==================== d_latch_reader_flat
===== config.mk =====
export PLATFORM = sky130hd
export DESIGN_NAME = d_latch_reader_flat
export DESIGN_NICKNAME = d
export VERILOG_FILES = /design/src/rtl/d_latch_reader_pkg.sv /design/src/rtl/d_latch_reader_if.sv /design/src/rtl/d_latch_reader_fifo.sv /design/src/rtl/d_latch_reader.sv /design/src/flat_wrapper.sv
export SDC_FILE = /design/constraint.sdc
export NUM_CORES = 1
export LEC_CHECK = 0
export CAP_MARGIN = 20
export CORE_ASPECT_RATIO = 1.2
export CORE_MARGIN = 2
export CORE_UTILIZATION = 51
export CTS_BUF_LIST = sky130_fd_sc_hd__clkbuf_2 sky130_fd_sc_hd__clkbuf_4 sky130_fd_sc_hd__clkbuf_8
export CTS_CLUSTER_SIZE = 14
export DETAILED_ROUTE_END_ITERATION = 10
export PLACE_DENSITY = 0.86
export SETUP_SLACK_MARGIN = 0.05
export SKIP_LAST_GASP = 1
export SLEW_MARGIN = 20
export SYNTH_ARGS = -nofsm -noshare
export SYNTH_HDL_FRONTEND = slang
export SYNTH_SLANG_ARGS = --single-unit

===== constraint.sdc =====
create_clock -name clk -period 2 [get_ports clk]
set_input_delay 0.5 -clock clk [delete_from_list [all_inputs] [get_ports clk]]
set_output_delay 0.5 -clock clk [all_outputs]
set_load 0.02 [all_outputs]

===== src/rtl/d_latch_reader_pkg.sv =====
// Shared defaults for the latch-reader block and its FIFO.
package d_latch_pkg;

  localparam int DEFAULT_WIDTH = 8;
  localparam int DEFAULT_DEPTH = 2;

  // Occupancy counter width: must represent 0..depth inclusive.
  function automatic int count_width(input int depth);
    return $clog2(depth) + 1;
  endfunction

endpackage


===== src/rtl/d_latch_reader_if.sv =====
// Bundle between a latch-style producer / downstream consumer and the reader.
interface d_latch_reader_if
  import d_latch_pkg::*;
#(
  parameter int WIDTH = DEFAULT_WIDTH,
  parameter int DEPTH = DEFAULT_DEPTH,
  parameter int CW    = count_width(DEPTH)
);

  logic [WIDTH-1:0] d;
  logic             en;
  logic [WIDTH-1:0] out_data;
  logic             out_valid;
  logic             out_ready;
  logic [WIDTH-1:0] held_q;
  logic [CW-1:0]    count;
  logic             overflow;
  logic             clr_ovf;

  // Environment side: drives producer data, downstream ready and clears.
  modport master (
    output d, en, out_ready, clr_ovf,
    input  out_data, out_valid, held_q, count, overflow
  );

  // Reader side.
  modport slave (
    input  d, en, out_ready, clr_ovf,
    output out_data, out_valid, held_q, count, overflow
  );

endinterface


===== src/rtl/d_latch_reader_fifo.sv =====
// Small synchronous FIFO; a push into a full FIFO is accepted only when a pop
// frees a slot in the same cycle.
module d_latch_reader_fifo
  import d_latch_pkg::*;
#(
  parameter  int WIDTH = DEFAULT_WIDTH,
  parameter  int DEPTH = DEFAULT_DEPTH,
  localparam int AW    = $clog2(DEPTH),
  localparam int CW    = AW + 1
) (
  input  logic             clk,
  input  logic             rst,
  input  logic             push,
  input  logic [WIDTH-1:0] wdata,
  input  logic             pop,
  output logic [WIDTH-1:0] rdata,
  output logic [CW-1:0]    count,
  output logic             full,
  output logic             empty,
  output logic             push_acc
);

  logic [WIDTH-1:0] mem_q [DEPTH];
  logic [AW-1:0]    wr_ptr_q, wr_ptr_d;
  logic [AW-1:0]    rd_ptr_q, rd_ptr_d;
  logic [CW-1:0]    count_q, count_d;
  logic             pop_ok;

  assign full  = (count_q == CW'(DEPTH));
  assign empty = (count_q == '0);
  assign count = count_q;

  // Next-state for pointers and occupancy; pointers wrap naturally (DEPTH is 2^n).
  always_comb begin
    // NOTE: every signal assigned here gets a default first, so no latch is inferred.
    wr_ptr_d = wr_ptr_q;
    rd_ptr_d = rd_ptr_q;
    pop_ok   = pop & ~empty;
    push_acc = push & (~full | pop_ok);
    if (push_acc) wr_ptr_d = wr_ptr_q + AW'(1);
    if (pop_ok)   rd_ptr_d = rd_ptr_q + AW'(1);
    count_d  = count_q + CW'(push_acc) - CW'(pop_ok);
  end

  // Pointer and occupancy registers.
  always_ff @(posedge clk or posedge rst) begin
    // NOTE: non-blocking assignments so every flop samples pre-edge values.
    if (rst) begin
      wr_ptr_q <= '0;
      rd_ptr_q <= '0;
      count_q  <= '0;
    end else begin
      wr_ptr_q <= wr_ptr_d;
      rd_ptr_q <= rd_ptr_d;
      count_q  <= count_d;
    end
  end

  // Storage write.
  // NOTE: the memory is deliberately not reset; the head is masked to zero while empty instead.
  always_ff @(posedge clk) begin
    if (push_acc) mem_q[wr_ptr_q] <= wdata;
  end

  // Head of queue, forced to zero when nothing is stored.
  always_comb begin
    rdata = '0;
    if (!empty) rdata = mem_q[rd_ptr_q];
  end

endmodule


===== src/rtl/d_latch_reader.sv =====
// Turns each close of a latch-style producer (en high then low) into one FIFO
// entry, and exports the currently held value plus a sticky overflow flag.
module d_latch_reader
  import d_latch_pkg::*;
#(
  parameter int WIDTH = DEFAULT_WIDTH,
  parameter int DEPTH = DEFAULT_DEPTH,
  parameter int CW    = count_width(DEPTH)
) (
  input logic             clk,
  input logic             rst,
  d_latch_reader_if.slave bus
);

  logic             en_q, en_d;
  logic [WIDTH-1:0] d_q, d_d;
  logic [WIDTH-1:0] held_q, held_d;
  logic             ovf_q, ovf_d;
  logic             fall;
  logic             pop;
  logic             push_acc;
  logic             fifo_full;
  logic             fifo_empty;
  logic [CW-1:0]    fifo_count;
  logic [WIDTH-1:0] fifo_rdata;

  // Edge detect, latch-mirroring sample, held value and sticky overflow.
  always_comb begin
    en_d   = bus.en;
    d_d    = d_q;
    held_d = held_q;
    ovf_d  = ovf_q;
    fall   = en_q & ~bus.en;
    if (bus.en) d_d = bus.d;
    if (fall)   held_d = d_q;
    // A rejected push takes priority over a clear in the same cycle.
    if (fall && !push_acc) ovf_d = 1'b1;
    else if (bus.clr_ovf)  ovf_d = 1'b0;
  end

  // State registers for the producer-facing side.
  always_ff @(posedge clk or posedge rst) begin
    if (rst) begin
      en_q   <= 1'b0;
      d_q    <= '0;
      held_q <= '0;
      ovf_q  <= 1'b0;
    end else begin
      en_q   <= en_d;
      d_q    <= d_d;
      held_q <= held_d;
      ovf_q  <= ovf_d;
    end
  end

  assign pop = ~fifo_empty & bus.out_ready;

  d_latch_reader_fifo #(
    .WIDTH (WIDTH),
    .DEPTH (DEPTH)
  ) u_fifo (
    .clk      (clk),
    .rst      (rst),
    .push     (fall),
    .wdata    (d_q),
    .pop      (pop),
    .rdata    (fifo_rdata),
    .count    (fifo_count),
    .full     (fifo_full),
    .empty    (fifo_empty),
    .push_acc (push_acc)
  );

  assign bus.out_data  = fifo_rdata;
  assign bus.out_valid = ~fifo_empty;
  assign bus.held_q    = held_q;
  assign bus.count     = fifo_count;
  assign bus.overflow  = ovf_q;

endmodule


===== src/flat_wrapper.sv =====
// flat-port wrapper written by rule: the top's interface ports become plain ports
module d_latch_reader_flat import d_latch_pkg::*;
#(
  parameter int WIDTH = DEFAULT_WIDTH,
  parameter int DEPTH = DEFAULT_DEPTH,
  parameter int CW    = count_width(DEPTH)
)
  (clk, rst, bus_d, bus_en, bus_out_ready, bus_clr_ovf, bus_out_data, bus_out_valid, bus_held_q, bus_count, bus_overflow);
  d_latch_reader_if #(.WIDTH(WIDTH), .DEPTH(DEPTH), .CW(CW)) bus_i ();
  input logic clk;
  input logic rst;
  input wire logic [$bits(bus_i.d)-1:0] bus_d;
  input wire logic [$bits(bus_i.en)-1:0] bus_en;
  input wire logic [$bits(bus_i.out_ready)-1:0] bus_out_ready;
  input wire logic [$bits(bus_i.clr_ovf)-1:0] bus_clr_ovf;
  output wire logic [$bits(bus_i.out_data)-1:0] bus_out_data;
  output wire logic [$bits(bus_i.out_valid)-1:0] bus_out_valid;
  output wire logic [$bits(bus_i.held_q)-1:0] bus_held_q;
  output wire logic [$bits(bus_i.count)-1:0] bus_count;
  output wire logic [$bits(bus_i.overflow)-1:0] bus_overflow;
  assign bus_i.d = bus_d;
  assign bus_i.en = bus_en;
  assign bus_i.out_ready = bus_out_ready;
  assign bus_i.clr_ovf = bus_clr_ovf;
  assign bus_out_data = bus_i.out_data;
  assign bus_out_valid = bus_i.out_valid;
  assign bus_held_q = bus_i.held_q;
  assign bus_count = bus_i.count;
  assign bus_overflow = bus_i.overflow;
  d_latch_reader #(.WIDTH(WIDTH), .DEPTH(DEPTH), .CW(CW)) u_core (.clk(clk), .rst(rst), .bus(bus_i));
endmodule

==================== mem_arb_ctrl_flat
[config.mk]
export PLATFORM = sky130hd
export DESIGN_NAME = mem_arb_ctrl_flat
export DESIGN_NICKNAME = d
export VERILOG_FILES = /design/src/rtl/mem_arb_ctrl_pkg.sv /design/src/rtl/mem_arb_ctrl_if.sv /design/src/rtl/mem_arb_ctrl_sync_2ff.sv /design/src/rtl/mem_arb_ctrl.sv /design/src/flat_wrapper.sv
export SDC_FILE = /design/constraint.sdc
export NUM_CORES = 1
export LEC_CHECK = 0
export ABC_AREA = 0
export ABC_CLOCK_PERIOD_IN_PS = 1600
export CAP_MARGIN = 20
export CORE_MARGIN = 5
export CORE_UTILIZATION = 43
export DETAILED_ROUTE_END_ITERATION = 10
export PLACE_DENSITY_LB_ADDON = 0.2
export SETUP_SLACK_MARGIN = 0.4
export SLEW_MARGIN = 20
export SYNTH_ARGS = -nofsm -noshare
export SYNTH_HDL_FRONTEND = slang
export SYNTH_SLANG_ARGS = --single-unit
[constraint.sdc]
create_clock -name clk -period 1.6 [get_ports clk]
set_input_delay 0.24 -clock clk [delete_from_list [all_inputs] [get_ports clk]]
set_output_delay 0.24 -clock clk [all_outputs]
set_load 0.005 [all_outputs]
[src/rtl/mem_arb_ctrl_pkg.sv]
// Shared types and sizing for the JTAG/core memory arbiter.
package mem_arb_pkg;

    localparam int ADDR_W            = 8;
    localparam int DATA_W            = 16;
    localparam int READY_LOW_CYC_DEF = 8;

    typedef enum logic [2:0] {
        IDLE,
        CORE_ACC,
        CORE_RD,
        JTAG_ACC,
        JTAG_RD,
        JTAG_HOLD
    } state_e;

    function automatic logic [7:0] sat_inc8(input logic [7:0] v);
        return (v == 8'hFF) ? v : v + 8'd1;
    endfunction

endpackage

[src/rtl/mem_arb_ctrl_if.sv]
// Bus bundle between the requesters/SRAM (master side) and the arbiter (slave side).
interface mem_arb_ctrl_if;
    import mem_arb_pkg::*;

    logic              sel;
    logic              we;
    logic [ADDR_W-1:0] addr;
    logic [DATA_W-1:0] wdata;
    logic              ready;
    logic [DATA_W-1:0] rdata;

    logic              core_req;
    logic              core_we;
    logic [ADDR_W-1:0] core_addr;
    logic [DATA_W-1:0] core_wdata;
    logic              core_gnt;
    logic              core_rvalid;
    logic [DATA_W-1:0] core_rdata;

    logic              mem_cs;
    logic              mem_we;
    logic [ADDR_W-1:0] mem_addr;
    logic [DATA_W-1:0] mem_wdata;
    logic [DATA_W-1:0] mem_rdata;

    modport master (
        output sel, we, addr, wdata, core_req, core_we, core_addr, core_wdata, mem_rdata,
        input  ready, rdata, core_gnt, core_rvalid, core_rdata,
               mem_cs, mem_we, mem_addr, mem_wdata
    );

    modport slave (
        input  sel, we, addr, wdata, core_req, core_we, core_addr, core_wdata, mem_rdata,
        output ready, rdata, core_gnt, core_rvalid, core_rdata,
               mem_cs, mem_we, mem_addr, mem_wdata
    );

endinterface

[src/rtl/mem_arb_ctrl_sync_2ff.sv]
// 1-bit two-flop synchronizer, asynchronous active-low reset to 0.
module sync_2ff (
    input  logic clk,
    input  logic rst_n,
    input  logic d,
    output logic q
);

    logic meta_q;
    logic sync_q;

    always_ff @(posedge clk or negedge rst_n) begin
        if (!rst_n) begin
            meta_q <= 1'b0;
            sync_q <= 1'b0;
        end else begin
            meta_q <= d;
            sync_q <= meta_q;
        end
    end

    assign q = sync_q;

endmodule

[src/rtl/mem_arb_ctrl.sv]
// Arbitrates a JTAG (TCK-domain) port and a core port onto one synchronous SRAM.
// Define MEM_ARB_RR_EN for round-robin ties; default build gives JTAG fixed priority.
module mem_arb_ctrl
    import mem_arb_pkg::*;
#(
    parameter int READY_LOW_CYC = READY_LOW_CYC_DEF
) (
    input  logic          clk,
    input  logic          rst_n,
    mem_arb_ctrl_if.slave bus
);

    localparam logic [7:0] LOW_CYC = 8'(READY_LOW_CYC);

    logic sel_s;

    sync_2ff u_sel_sync (
        .clk   (clk),
        .rst_n (rst_n),
        .d     (bus.sel),
        .q     (sel_s)
    );

    state_e            state_q,       state_d;
    logic              ready_q,       ready_d;
    logic [DATA_W-1:0] rdata_q,       rdata_d;
    logic [DATA_W-1:0] core_rdata_q,  core_rdata_d;
    logic              core_gnt_q,    core_gnt_d;
    logic              core_rvalid_q, core_rvalid_d;
    logic              mem_cs_q,      mem_cs_d;
    logic              mem_we_q,      mem_we_d;
    logic [ADDR_W-1:0] mem_addr_q,    mem_addr_d;
    logic [DATA_W-1:0] mem_wdata_q,   mem_wdata_d;
    logic [7:0]        low_cnt_q,     low_cnt_d;
    logic              wait_clr_q,    wait_clr_d;
    logic              jtag_req;
    logic              jtag_wins_tie;

`ifdef MEM_ARB_RR_EN
    // Records who won the last contested IDLE cycle; reset value lets JTAG take the first tie.
    logic              last_jtag_q,   last_jtag_d;
    assign jtag_wins_tie = ~last_jtag_q;
`else
    assign jtag_wins_tie = 1'b1;
`endif

    assign jtag_req = sel_s & ~wait_clr_q;

    always_comb begin
        state_d       = state_q;
        ready_d       = ready_q;
        rdata_d       = rdata_q;
        core_rdata_d  = core_rdata_q;
        core_gnt_d    = 1'b0;
        core_rvalid_d = 1'b0;
        mem_cs_d      = 1'b0;
        mem_we_d      = mem_we_q;
        mem_addr_d    = mem_addr_q;
        mem_wdata_d   = mem_wdata_q;
        low_cnt_d     = ready_q ? low_cnt_q : sat_inc8(low_cnt_q);
        wait_clr_d    = sel_s ? wait_clr_q : 1'b0;
`ifdef MEM_ARB_RR_EN
        last_jtag_d   = last_jtag_q;
`endif

        case (state_q)
            IDLE: begin
                if (jtag_req && (!bus.core_req || jtag_wins_tie)) begin
                    state_d     = JTAG_ACC;
                    mem_cs_d    = 1'b1;
                    mem_we_d    = bus.we;
                    mem_addr_d  = bus.addr;
                    mem_wdata_d = bus.wdata;
                    ready_d     = 1'b0;
                    low_cnt_d   = 8'd0;
`ifdef MEM_ARB_RR_EN
                    if (bus.core_req) last_jtag_d = 1'b1;
`endif
                end else if (bus.core_req) begin
                    state_d     = CORE_ACC;
                    mem_cs_d    = 1'b1;
                    mem_we_d    = bus.core_we;
                    mem_addr_d  = bus.core_addr;
                    mem_wdata_d = bus.core_wdata;
                    core_gnt_d  = 1'b1;
`ifdef MEM_ARB_RR_EN
                    if (jtag_req) last_jtag_d = 1'b0;
`endif
                end
            end
            CORE_ACC: state_d = mem_we_q ? IDLE : CORE_RD;
            CORE_RD: begin
                core_rdata_d  = bus.mem_rdata;
                core_rvalid_d = 1'b1;
                state_d       = IDLE;
            end
            JTAG_ACC: state_d = mem_we_q ? JTAG_HOLD : JTAG_RD;
            JTAG_RD: begin
                rdata_d = bus.mem_rdata;
                state_d = JTAG_HOLD;
            end
            JTAG_HOLD: begin
                // wait_clr blocks re-triggering until the TCK side drops sel.
                if (low_cnt_q >= LOW_CYC) begin
                    ready_d    = 1'b1;
                    wait_clr_d = 1'b1;
                    state_d    = IDLE;
                end
            end
            default: state_d = IDLE;
        endcase
    end

    always_ff @(posedge clk or negedge rst_n) begin
        if (!rst_n) begin
            state_q       <= IDLE;
            ready_q       <= 1'b1;
            rdata_q       <= '0;
            core_rdata_q  <= '0;
            core_gnt_q    <= 1'b0;
            core_rvalid_q <= 1'b0;
            mem_cs_q      <= 1'b0;
            mem_we_q      <= 1'b0;
            mem_addr_q    <= '0;
            mem_wdata_q   <= '0;
            low_cnt_q     <= 8'd0;
            wait_clr_q    <= 1'b0;
`ifdef MEM_ARB_RR_EN
            last_jtag_q   <= 1'b0;
`endif
        end else begin
            state_q       <= state_d;
            ready_q       <= ready_d;
            rdata_q       <= rdata_d;
            core_rdata_q  <= core_rdata_d;
            core_gnt_q    <= core_gnt_d;
            core_rvalid_q <= core_rvalid_d;
            mem_cs_q      <= mem_cs_d;
            mem_we_q      <= mem_we_d;
            mem_addr_q    <= mem_addr_d;
            mem_wdata_q   <= mem_wdata_d;
            low_cnt_q     <= low_cnt_d;
            wait_clr_q    <= wait_clr_d;
`ifdef MEM_ARB_RR_EN
            last_jtag_q   <= last_jtag_d;
`endif
        end
    end

    assign bus.ready       = ready_q;
    assign bus.rdata       = rdata_q;
    assign bus.core_gnt    = core_gnt_q;
    assign bus.core_rvalid = core_rvalid_q;
    assign bus.core_rdata  = core_rdata_q;
    assign bus.mem_cs      = mem_cs_q;
    assign bus.mem_we      = mem_we_q;
    assign bus.mem_addr    = mem_addr_q;
    assign bus.mem_wdata   = mem_wdata_q;

endmodule

[src/flat_wrapper.sv]
// flat-port wrapper written by rule: the top's interface ports become plain ports
module mem_arb_ctrl_flat import mem_arb_pkg::*;
#(
    parameter int READY_LOW_CYC = READY_LOW_CYC_DEF
)
  (clk, rst_n, bus_sel, bus_we, bus_addr, bus_wdata, bus_core_req, bus_core_we, bus_core_addr, bus_core_wdata, bus_mem_rdata, bus_ready, bus_rdata, bus_core_gnt, bus_core_rvalid, bus_core_rdata, bus_mem_cs, bus_mem_we, bus_mem_addr, bus_mem_wdata);
  mem_arb_ctrl_if bus_i ();
  input  logic clk;
  input  logic rst_n;
  input wire logic [$bits(bus_i.sel)-1:0] bus_sel;
  input wire logic [$bits(bus_i.we)-1:0] bus_we;
  input wire logic [$bits(bus_i.addr)-1:0] bus_addr;
  input wire logic [$bits(bus_i.wdata)-1:0] bus_wdata;
  input wire logic [$bits(bus_i.core_req)-1:0] bus_core_req;
  input wire logic [$bits(bus_i.core_we)-1:0] bus_core_we;
  input wire logic [$bits(bus_i.core_addr)-1:0] bus_core_addr;
  input wire logic [$bits(bus_i.core_wdata)-1:0] bus_core_wdata;
  input wire logic [$bits(bus_i.mem_rdata)-1:0] bus_mem_rdata;
  output wire logic [$bits(bus_i.ready)-1:0] bus_ready;
  output wire logic [$bits(bus_i.rdata)-1:0] bus_rdata;
  output wire logic [$bits(bus_i.core_gnt)-1:0] bus_core_gnt;
  output wire logic [$bits(bus_i.core_rvalid)-1:0] bus_core_rvalid;
  output wire logic [$bits(bus_i.core_rdata)-1:0] bus_core_rdata;
  output wire logic [$bits(bus_i.mem_cs)-1:0] bus_mem_cs;
  output wire logic [$bits(bus_i.mem_we)-1:0] bus_mem_we;
  output wire logic [$bits(bus_i.mem_addr)-1:0] bus_mem_addr;
  output wire logic [$bits(bus_i.mem_wdata)-1:0] bus_mem_wdata;
  assign bus_i.sel = bus_sel;
  assign bus_i.we = bus_we;
  assign bus_i.addr = bus_addr;
  assign bus_i.wdata = bus_wdata;
  assign bus_i.core_req = bus_core_req;
  assign bus_i.core_we = bus_core_we;
  assign bus_i.core_addr = bus_core_addr;
  assign bus_i.core_wdata = bus_core_wdata;
  assign bus_i.mem_rdata = bus_mem_rdata;
  assign bus_ready = bus_i.ready;
  assign bus_rdata = bus_i.rdata;
  assign bus_core_gnt = bus_i.core_gnt;
  assign bus_core_rvalid = bus_i.core_rvalid;
  assign bus_core_rdata = bus_i.core_rdata;
  assign bus_mem_cs = bus_i.mem_cs;
  assign bus_mem_we = bus_i.mem_we;
  assign bus_mem_addr = bus_i.mem_addr;
  assign bus_mem_wdata = bus_i.mem_wdata;
  mem_arb_ctrl #(.READY_LOW_CYC(READY_LOW_CYC)) u_core (.clk(clk), .rst_n(rst_n), .bus(bus_i));
endmodule
==================== fetch_unit_flat
[src/rtl/fetch_unit_if.sv]
// rtl/fetch_unit_if.sv - fetch stage bus bundle between fetch_unit and its neighbours
//
// Purpose: groups the fetch stage control inputs, the instruction memory
// address/data pair and the IF/ID pipeline register outputs.
// Ports (signals):
//   stall, branch_taken, branch_target   control from decode/execute
//   instruction_set                      word returned by instruction memory
//   pc_address                           PC driven to instruction memory
//   if_id_instr, if_id_pc, if_id_valid   IF/ID pipeline register
//   halted, fault, fetch_count           status
// Modports: master = fetch_unit side, slave = surrounding pipeline/memory side.

interface fetch_unit_if;
    logic        stall;
    logic        branch_taken;
    logic [31:0] branch_target;
    logic [31:0] instruction_set;
    logic [31:0] pc_address;
    logic [31:0] if_id_instr;
    logic [31:0] if_id_pc;
    logic        if_id_valid;
    logic        halted;
    logic        fault;
    logic [31:0] fetch_count;

    modport master (
        input  stall,
        input  branch_taken,
        input  branch_target,
        input  instruction_set,
        output pc_address,
        output if_id_instr,
        output if_id_pc,
        output if_id_valid,
        output halted,
        output fault,
        output fetch_count
    );

    modport slave (
        output stall,
        output branch_taken,
        output branch_target,
        output instruction_set,
        input  pc_address,
        input  if_id_instr,
        input  if_id_pc,
        input  if_id_valid,
        input  halted,
        input  fault,
        input  fetch_count
    );
endinterface

[src/rtl/fetch_unit.sv]
// rtl/fetch_unit.sv - instruction fetch stage with IF/ID register, branch redirect and halt
//
// Purpose: owns the program counter, presents it to instruction memory,
// captures the returned word with its PC into IF/ID, and handles stalls,
// taken-branch redirects (with flush) and the end-of-program halt.
// Ports:
//   clk   single clock, all state updates on posedge
//   rst   synchronous active-high reset
//   bus   fetch_unit_if.master (control inputs, memory address/data, IF/ID, status)
// Parameters:
//   RESET_PC    PC loaded on reset (word aligned)
//   IMEM_WORDS  instruction memory depth in words; PC limit is IMEM_WORDS*4
//   NOP_INSTR   bubble word shown on if_id_instr while IF/ID is invalid

module fetch_unit #(
    parameter logic [31:0] RESET_PC   = 32'h0000_0000,
    parameter int unsigned IMEM_WORDS = 32,
    parameter logic [31:0] NOP_INSTR  = 32'hE1A0_0000
) (
    input  logic         clk,
    input  logic         rst,
    fetch_unit_if.master bus
);

    localparam logic [31:0] PC_LIMIT = 32'(IMEM_WORDS * 4);

    typedef enum logic {
        RUN  = 1'b0,
        HALT = 1'b1
    } state_t;

    state_t      state_q, state_d;
    logic [31:0] pc_q, pc_d;
    logic [31:0] instr_q, instr_d;
    logic [31:0] ifpc_q, ifpc_d;
    logic        valid_q, valid_d;
    logic        fault_q, fault_d;
    logic [31:0] count_q, count_d;
    logic        target_ok;
    logic        pc_in_range;

    // A redirect is only honoured if it lands on a word inside instruction memory.
    assign target_ok   = (bus.branch_target[1:0] == 2'b00) && (bus.branch_target < PC_LIMIT);
    assign pc_in_range = (pc_q < PC_LIMIT);

    always_ff @(posedge clk) begin
        if (rst) begin
            state_q <= RUN;
        end else begin
            state_q <= state_d;
        end
    end

    always_comb begin
        state_d = state_q;
        pc_d    = pc_q;
        instr_d = instr_q;
        ifpc_d  = ifpc_q;
        valid_d = valid_q;
        fault_d = fault_q;
        count_d = count_q;

        case (state_q)
            RUN: begin
                if (bus.branch_taken) begin
                    // Redirect wins over stall: the instruction in IF/ID is on the
                    // wrong path either way, so it is dropped.
                    valid_d = 1'b0;
                    instr_d = NOP_INSTR;
                    if (target_ok) begin
                        pc_d = bus.branch_target;
                    end else begin
                        fault_d = 1'b1;
                        state_d = HALT;
                    end
                end else if (bus.stall) begin
                    // Everything holds; defaults already cover it.
                end else if (pc_in_range) begin
                    instr_d = bus.instruction_set;
                    ifpc_d  = pc_q;
                    valid_d = 1'b1;
                    pc_d    = pc_q + 32'd4;
                    count_d = count_q + 32'd1;
                end else begin
                    // Ran off the end of the program: PC is left pointing past it.
                    valid_d = 1'b0;
                    instr_d = NOP_INSTR;
                    state_d = HALT;
                end
            end

            HALT: begin
                valid_d = 1'b0;
                instr_d = NOP_INSTR;
                if (bus.branch_taken) begin
                    if (target_ok) begin
                        // Restart leaves fault untouched; only reset clears it.
                        pc_d    = bus.branch_target;
                        state_d = RUN;
                    end else begin
                        fault_d = 1'b1;
                    end
                end
            end

            default: begin
                state_d = RUN;
            end
        endcase
    end

    always_ff @(posedge clk) begin
        if (rst) begin
            pc_q    <= RESET_PC;
            instr_q <= NOP_INSTR;
            ifpc_q  <= 32'h0000_0000;
            valid_q <= 1'b0;
            fault_q <= 1'b0;
            count_q <= 32'h0000_0000;
        end else begin
            pc_q    <= pc_d;
            instr_q <= instr_d;
            ifpc_q  <= ifpc_d;
            valid_q <= valid_d;
            fault_q <= fault_d;
            count_q <= count_d;
        end
    end

    assign bus.pc_address  = pc_q;
    assign bus.if_id_instr = instr_q;
    assign bus.if_id_pc    = ifpc_q;
    assign bus.if_id_valid = valid_q;
    assign bus.halted      = (state_q == HALT);
    assign bus.fault       = fault_q;
    assign bus.fetch_count = count_q;

endmodule
[src/flat_wrapper.sv]
// flat-port wrapper written by rule: the top's interface ports become plain ports
module fetch_unit_flat 
#(
    parameter logic [31:0] RESET_PC   = 32'h0000_0000,
    parameter int unsigned IMEM_WORDS = 32,
    parameter logic [31:0] NOP_INSTR  = 32'hE1A0_0000
)
  (clk, rst, bus_stall, bus_branch_taken, bus_branch_target, bus_instruction_set, bus_pc_address, bus_if_id_instr, bus_if_id_pc, bus_if_id_valid, bus_halted, bus_fault, bus_fetch_count);
  fetch_unit_if bus_i ();
  input  logic clk;
  input  logic rst;
  input wire logic [$bits(bus_i.stall)-1:0] bus_stall;
  input wire logic [$bits(bus_i.branch_taken)-1:0] bus_branch_taken;
  input wire logic [$bits(bus_i.branch_target)-1:0] bus_branch_target;
  input wire logic [$bits(bus_i.instruction_set)-1:0] bus_instruction_set;
  output wire logic [$bits(bus_i.pc_address)-1:0] bus_pc_address;
  output wire logic [$bits(bus_i.if_id_instr)-1:0] bus_if_id_instr;
  output wire logic [$bits(bus_i.if_id_pc)-1:0] bus_if_id_pc;
  output wire logic [$bits(bus_i.if_id_valid)-1:0] bus_if_id_valid;
  output wire logic [$bits(bus_i.halted)-1:0] bus_halted;
  output wire logic [$bits(bus_i.fault)-1:0] bus_fault;
  output wire logic [$bits(bus_i.fetch_count)-1:0] bus_fetch_count;
  assign bus_i.stall = bus_stall;
  assign bus_i.branch_taken = bus_branch_taken;
  assign bus_i.branch_target = bus_branch_target;
  assign bus_i.instruction_set = bus_instruction_set;
  assign bus_pc_address = bus_i.pc_address;
  assign bus_if_id_instr = bus_i.if_id_instr;
  assign bus_if_id_pc = bus_i.if_id_pc;
  assign bus_if_id_valid = bus_i.if_id_valid;
  assign bus_halted = bus_i.halted;
  assign bus_fault = bus_i.fault;
  assign bus_fetch_count = bus_i.fetch_count;
  fetch_unit #(.RESET_PC(RESET_PC), .IMEM_WORDS(IMEM_WORDS), .NOP_INSTR(NOP_INSTR)) u_core (.clk(clk), .rst(rst), .bus(bus_i));
endmodule
[config.mk]
export PLATFORM = sky130hd
export DESIGN_NAME = fetch_unit_flat
export DESIGN_NICKNAME = d
export VERILOG_FILES = /design/src/rtl/fetch_unit_if.sv /design/src/rtl/fetch_unit.sv /design/src/flat_wrapper.sv
export SDC_FILE = /design/constraint.sdc
export NUM_CORES = 1
export LEC_CHECK = 0
export CAP_MARGIN = 0
export CORE_MARGIN = 3
export CORE_UTILIZATION = 45
export DETAILED_ROUTE_END_ITERATION = 10
export GPL_ROUTABILITY_DRIVEN = 0
export PLACE_DENSITY_LB_ADDON = 0.08
export SYNTH_ARGS = -nofsm -noshare
export SYNTH_HDL_FRONTEND = slang
export SYNTH_SLANG_ARGS = --single-unit
[constraint.sdc]
create_clock -name clk -period 3.84 [get_ports clk]
set_input_delay 0.768 -clock clk [delete_from_list [all_inputs] [get_ports clk]]
set_output_delay 0.768 -clock clk [all_outputs]
set_load 0.005 [all_outputs]
==================== beta_if_stage
--- src/rtl/beta_if_stage.sv ---
// beta_if_stage: instruction fetch stage, single-outstanding imem transaction feeding decode.
// Define BETA_IF_FETCH_ERR_EN to turn imem_err_i into a NOP substitution plus a sticky if_fetch_err_o.
module beta_if_stage #(
  parameter int DataWidth = 32,
  parameter logic [DataWidth-1:0] BootAddr = '0
) (
  input  logic                 clk_i,
  input  logic                 rst_i,
  input  logic                 if_fetch_en_i,
  output logic                 imem_req_o,
  output logic [DataWidth-1:0] imem_addr_o,
  input  logic                 imem_gnt_i,
  input  logic                 imem_rvalid_i,
  input  logic [DataWidth-1:0] imem_rdata_i,
  input  logic                 imem_err_i,
  output logic [DataWidth-1:0] if_instr_o,
  output logic                 if_new_instr_o,
  output logic [DataWidth-1:0] if_pc_o,
  output logic [DataWidth-1:0] if_next_pc_o,
  input  logic                 if_advance_i,
  input  logic                 if_redirect_i,
  input  logic [DataWidth-1:0] if_redirect_pc_i,
  output logic                 if_stage_busy_o,
  output logic                 if_fetch_err_o
);
  typedef enum logic [1:0] {IDLE, REQ, WAIT, HOLD} state_t;
  localparam logic [DataWidth-1:0] Nop = DataWidth'(32'h0000_0013);
  state_t state;
  logic [DataWidth-1:0] pc, next_pc;
  logic fetch_err, err_q, unused_in;
`ifdef BETA_IF_FETCH_ERR_EN
  assign fetch_err = imem_err_i;
`else
  assign fetch_err = 1'b0;
`endif
  // Redirect targets are forced word aligned, so the low bits are never consumed.
  assign unused_in = ^{imem_err_i, if_redirect_pc_i[1:0]};
  assign next_pc = if_redirect_i ? {if_redirect_pc_i[DataWidth-1:2], 2'b00} : pc + DataWidth'(4);
  assign imem_req_o = state == REQ;
  assign imem_addr_o = pc;
  assign if_stage_busy_o = (state == REQ) | (state == WAIT);
  assign if_next_pc_o = if_pc_o + DataWidth'(4);
  assign if_fetch_err_o = err_q;
  always_ff @(posedge clk_i or posedge rst_i) begin
    if (rst_i) begin
      state <= IDLE;
      pc <= BootAddr;
      if_instr_o <= Nop;
      if_pc_o <= BootAddr;
      if_new_instr_o <= 1'b0;
      err_q <= 1'b0;
    end else begin
      if_new_instr_o <= 1'b0;
      case (state)
        IDLE: if (if_fetch_en_i) state <= REQ;
        REQ: if (imem_gnt_i) state <= WAIT;
        WAIT: if (imem_rvalid_i) begin
          state <= HOLD;
          if_instr_o <= fetch_err ? Nop : imem_rdata_i;
          if_pc_o <= pc;
          if_new_instr_o <= 1'b1;
          err_q <= err_q | fetch_err;
        end
        HOLD: if (if_advance_i) begin
          pc <= next_pc;
          state <= if_fetch_en_i ? REQ : IDLE;
        end
        default: state <= IDLE;
      endcase
    end
  end
endmodule

--- config.mk ---
export PLATFORM = sky130hd
export DESIGN_NAME = beta_if_stage
export DESIGN_NICKNAME = d
export VERILOG_FILES = /design/src/rtl/beta_if_stage.sv
export SDC_FILE = /design/constraint.sdc
export NUM_CORES = 1
export LEC_CHECK = 0
export ABC_AREA = 1
export CORE_UTILIZATION = 45
export DETAILED_ROUTE_END_ITERATION = 6
export GPL_TIMING_DRIVEN = 0
export PLACE_DENSITY = 0.82
export SETUP_SLACK_MARGIN = 0.15
export SLEW_MARGIN = 20
export SYNTH_ARGS = -nofsm -noshare
export SYNTH_HDL_FRONTEND = slang
export SYNTH_SLANG_ARGS = --single-unit
--- constraint.sdc ---
create_clock -name clk_i -period 3.1 [get_ports clk_i]
set_input_delay 0.31 -clock clk_i [delete_from_list [all_inputs] [get_ports clk_i]]
set_output_delay 0.31 -clock clk_i [all_outputs]
set_load 0.01 [all_outputs]

==> gallery <==
Selected gate families.
panel A
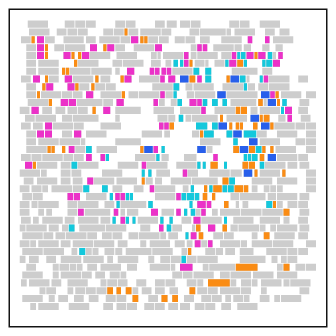
panel B
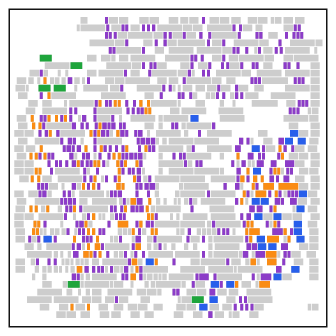
panel C
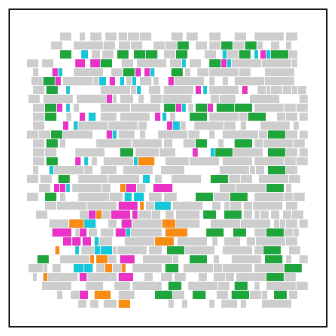
panel D
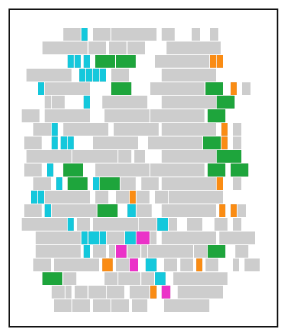
Of these, fewest cells: panel D
Of these, most cells: panel B
panel A: fetch_unit_flat
panel D: d_latch_reader_flat
panel B: beta_if_stage
panel C: mem_arb_ctrl_flat

Key to panel C:
| family | colour | cells |
|---|---|---|
| multiplexers | green | 59 |
| NAND gates | cyan | 38 |
| NOR gates | orange | 16 |
| inverting AOI/OAI gates | magenta | 42 |

### Cell classes on the final placement, fetch_unit_flat

Bar = 20 um. Fill, decap, tap and diode cells in grey.
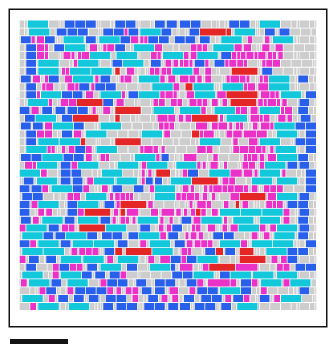
| class | colour | cells | share of their area |
|---|---|---|---|
| all other logic | magenta | 352 | 29% |
| flip-flops | cyan | 131 | 36% |
| clock drivers and dummy loads | red | 30 | 7.2% |
| other buffers and delay cells | blue | 201 | 28% |
Seq/total area: 0.354
standard-cell rows: 37

==> flow_summary.toml, fetch_unit_flat <==
# implementation run metrics
[status]
run_status = "finished, final reports clean"

[timing]
worstMarginPinSlew_ns = 1.06
max_clock_freq_mhz = 369

[worst_setup_path]
timing.critical_path.cells = "clkdlybuf4s50_1, nor3_1, nand4_1, nor2_2, buf_4, a22oi_1, nor2_1"
wp_data_arrival_ns = 3.14

[finish]
logic_gate_count = 346
buffer_area_frac = 0.270
layout_top_cells_excl_fill_tap = "197 x clkdlybuf4s50_1, 131 x dfxtp_1, 54 x and2_1"

[global_route]
gr-total-overflow = 0

[detailed_routing]
residual_drc = 0
met3_length_mm = 1.10

[synth]
post_synth_main_logic_family = "simple AND/OR/NAND/NOR gates"
edf_count = 0

[min_path]
whs_path_depth = 1

[clock_network]
tritoncts_num_sinks = 131
ctsHtreeMaxLevel = 4
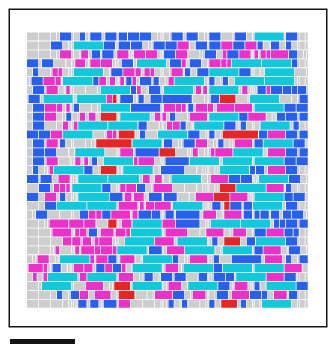
*Cell classes on the final placement, mem_arb_ctrl_flat*
Bar = 20 um. Fill, decap, tap and diode cells in grey.
| class | colour | cells | share of their area |
|---|---|---|---|
| all other logic | magenta | 168 | 28% |
| other buffers and delay cells | blue | 196 | 32% |
| clock drivers and dummy loads | red | 16 | 4.3% |
| flip-flops | cyan | 75 | 36% |
standard-cell rows: 31
end-of-flow core utilization: 0.747
total core area: 0.00725 mm2
Seq/total area: 0.347

==> flow_summary.toml, mem_arb_ctrl_flat <==
# implementation run metrics
[worst_setup_path]
reg2reg_setup_slack_ns = 0.16
reg2regPathDepth = 6
critPathLaunchType = "flip-flop"
timing.critical_path.cells = "buf_6, nor3_4, buf_6, o21ai_4, clkbuf_16, o21ai_0"

[status]
run_status = "finished, final reports clean"

[finish]
finalNetCount = 522
fill_count = 507

[power]
share_clk_of_total_power = 0.164
post-layout-total-power_w = 0.00989

[synth]
synth_top_flop_cell = "dfrtp_1"
yosys.cell_count.top_type = "dfrtp_1"

[global_route]
gr-total-overflow = 0
groute.layer.met2.usage = 0.305

[timing]
timing_max_transition_violations_final = 0

[placement]
dp_cells = 482
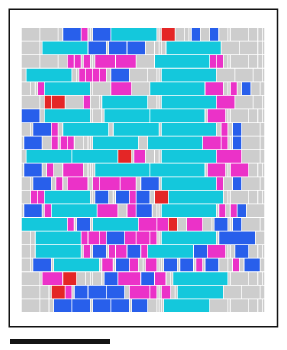
*Cell classes on the final placement, d_latch_reader_flat*
Bar = 20 um. Fill, decap, tap and diode cells in grey.
| class | colour | cells | share of their area |
|---|---|---|---|
| other buffers and delay cells | blue | 49 | 21% |
| flip-flops | cyan | 38 | 53% |
| clock drivers and dummy loads | red | 8 | 2.8% |
| all other logic | magenta | 73 | 23% |
Finished Cell Area: 0.00199 mm2
total core area: 0.00279 mm2

==> flow_summary.toml, d_latch_reader_flat <==
# implementation run metrics
[global_route]
global_route.usage.met1 = 0.214
gr-total-overflow = 0

[power]
share_clk_of_total_power = 0.157
power.share.combinational = 0.404
sw_share = 0.349

[placement]
dp_cells = 192
dpl-instance-area_mm2 = 0.00196

[synth]
adder_cell_area_share_of_the_yosys_netlist = 0.00835
yosys.cell_count.top_type = "nand2_1"
synth-xor-area-share = 0.0117

[status]
run_status = "finished, final reports clean"

[timing]
final_critical_delay_including_setup_and_external_delays_ns = 1.84
timing.setup.tns_ns = 0
slew_headroom = 0.766

[worst_setup_path]
reg2reg_setup_slack_ns = 0.27

[finish]
multiInputGateArea_um2 = 429

[min_path]
hold_class = "in2async"

[detailed_routing]
met3_length_um = 106
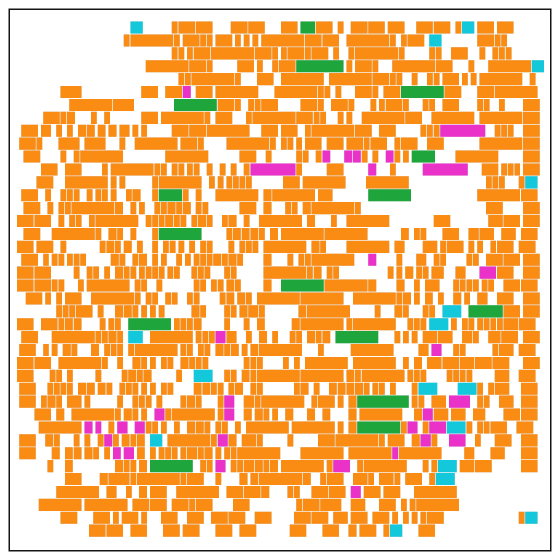
*Cells by drive strength, beta_if_stage*
| size | colour | cells |
|---|---|---|
| drive 1 or less | orange | 959 |
| drive 6 and up | green | 15 |
| drive 3 to 4 | cyan | 17 |
| drive 2 | magenta | 34 |
post-synthesis to final-layout area growth: 44.5%
Finished Cell Area: 0.00814 mm2
minimum setup slack in the final design: 0.376 ns
Repair and plain buffers: 225

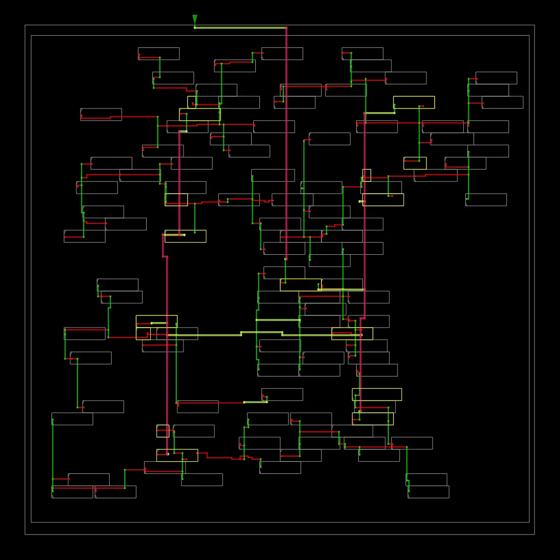
*Clock routing, beta_if_stage*
num sequential: 95
Clock Sinks: 95
source-to-sink clock delay at the later pin of the worst-skew pair: 0.35 ns

==> flow_summary.toml, beta_if_stage <==
# implementation run metrics
[global_route]
global_route.peak_usage_layer = "met2"
grt_antenna_before_repair = 0
grt_start_max_net_pins = 66
first_pass_grt_wire_length_mm = 27.6

[synth]
synth_cell_types = 32
ys.warnings.count = 0
yosys.area_share.aoi = 0.0733

[worst_setup_path]
critPathMaxStageDelay_ns = 0.55
cell_with_the_largest_stage_delay_on_the_worst_path = "clkdlybuf4s50_1"
critPathLaunchType = "flip-flop"
largest_delay_contributor_family_on_the_critical_path = "buffers and inverters"

[detailed_routing]
detailedRoute.firstIterationViolations = 462
route.vias.total = 5997

[finish]
fill_count = 1089
lay_top_count = "nand2_1"
final-instance-count-excl-fill = 1193
inv_count = 74

[clock_network]
postCtsHoldBufs = 0
cts_max_path_buffers = 2

[die]
well_tap_cells = 168
num_rows = 40
die_w_um = 114

[placement]
dp_cells = 1177

[timing]
hold-worst-slack_ns = 0.299
finalSetupViolCount = 0

[status]
run_status = "finished, final reports clean"

[power]
post-layout-total-power_w = 0.00745
power.share.combinational = 0.502


==> layout pictures side by side <==
Cells by drive strength.
image #1
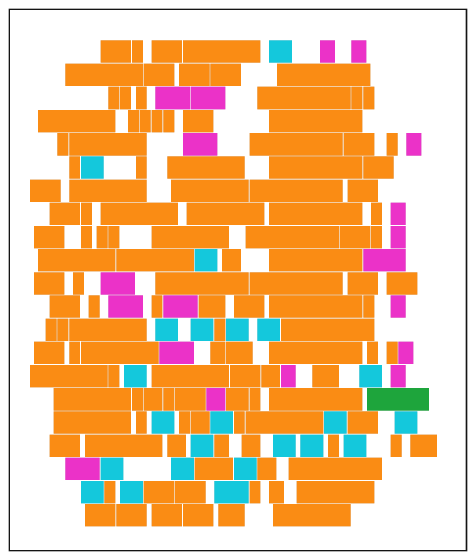
image #2
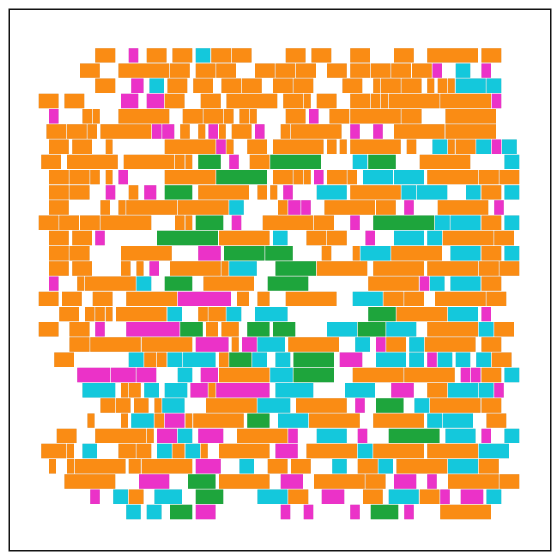
image #3
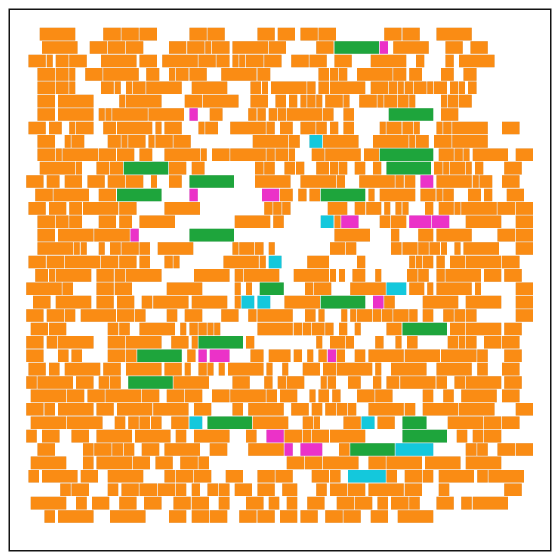
fetch_unit_flat is image #3.
d_latch_reader_flat is image #1.
mem_arb_ctrl_flat is image #2.
The one with the most cells is image #3.

Key to image #3:
| size | colour | cells |
|---|---|---|
| drive 3 to 4 | cyan | 10 |
| drive 1 or less | orange | 669 |
| drive 2 | magenta | 16 |
| drive 6 and up | green | 19 |


## Gallery

The metal 2 layer.
picture 1
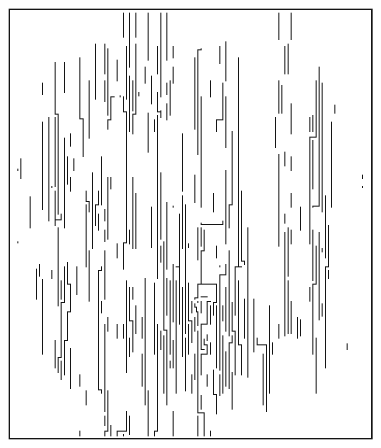
picture 2
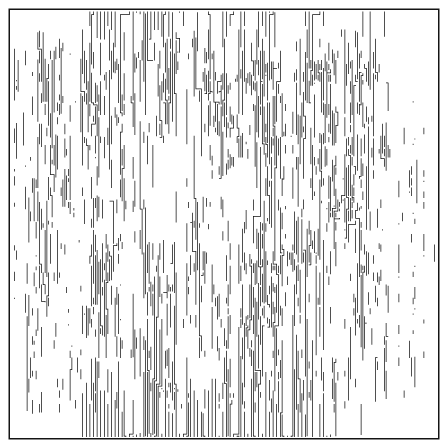
picture 3
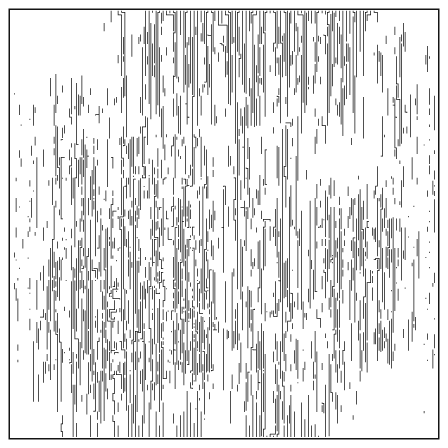
picture 4
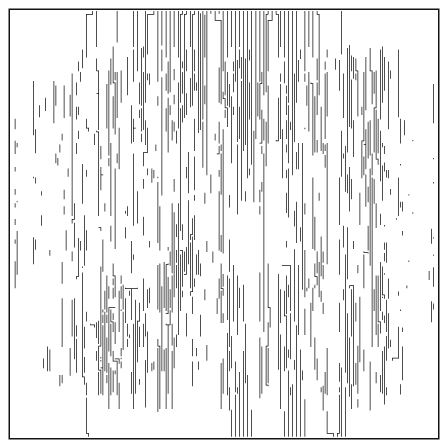
- picture 4 = mem_arb_ctrl_flat
- picture 2 = fetch_unit_flat
- picture 1 = d_latch_reader_flat
- picture 3 = beta_if_stage

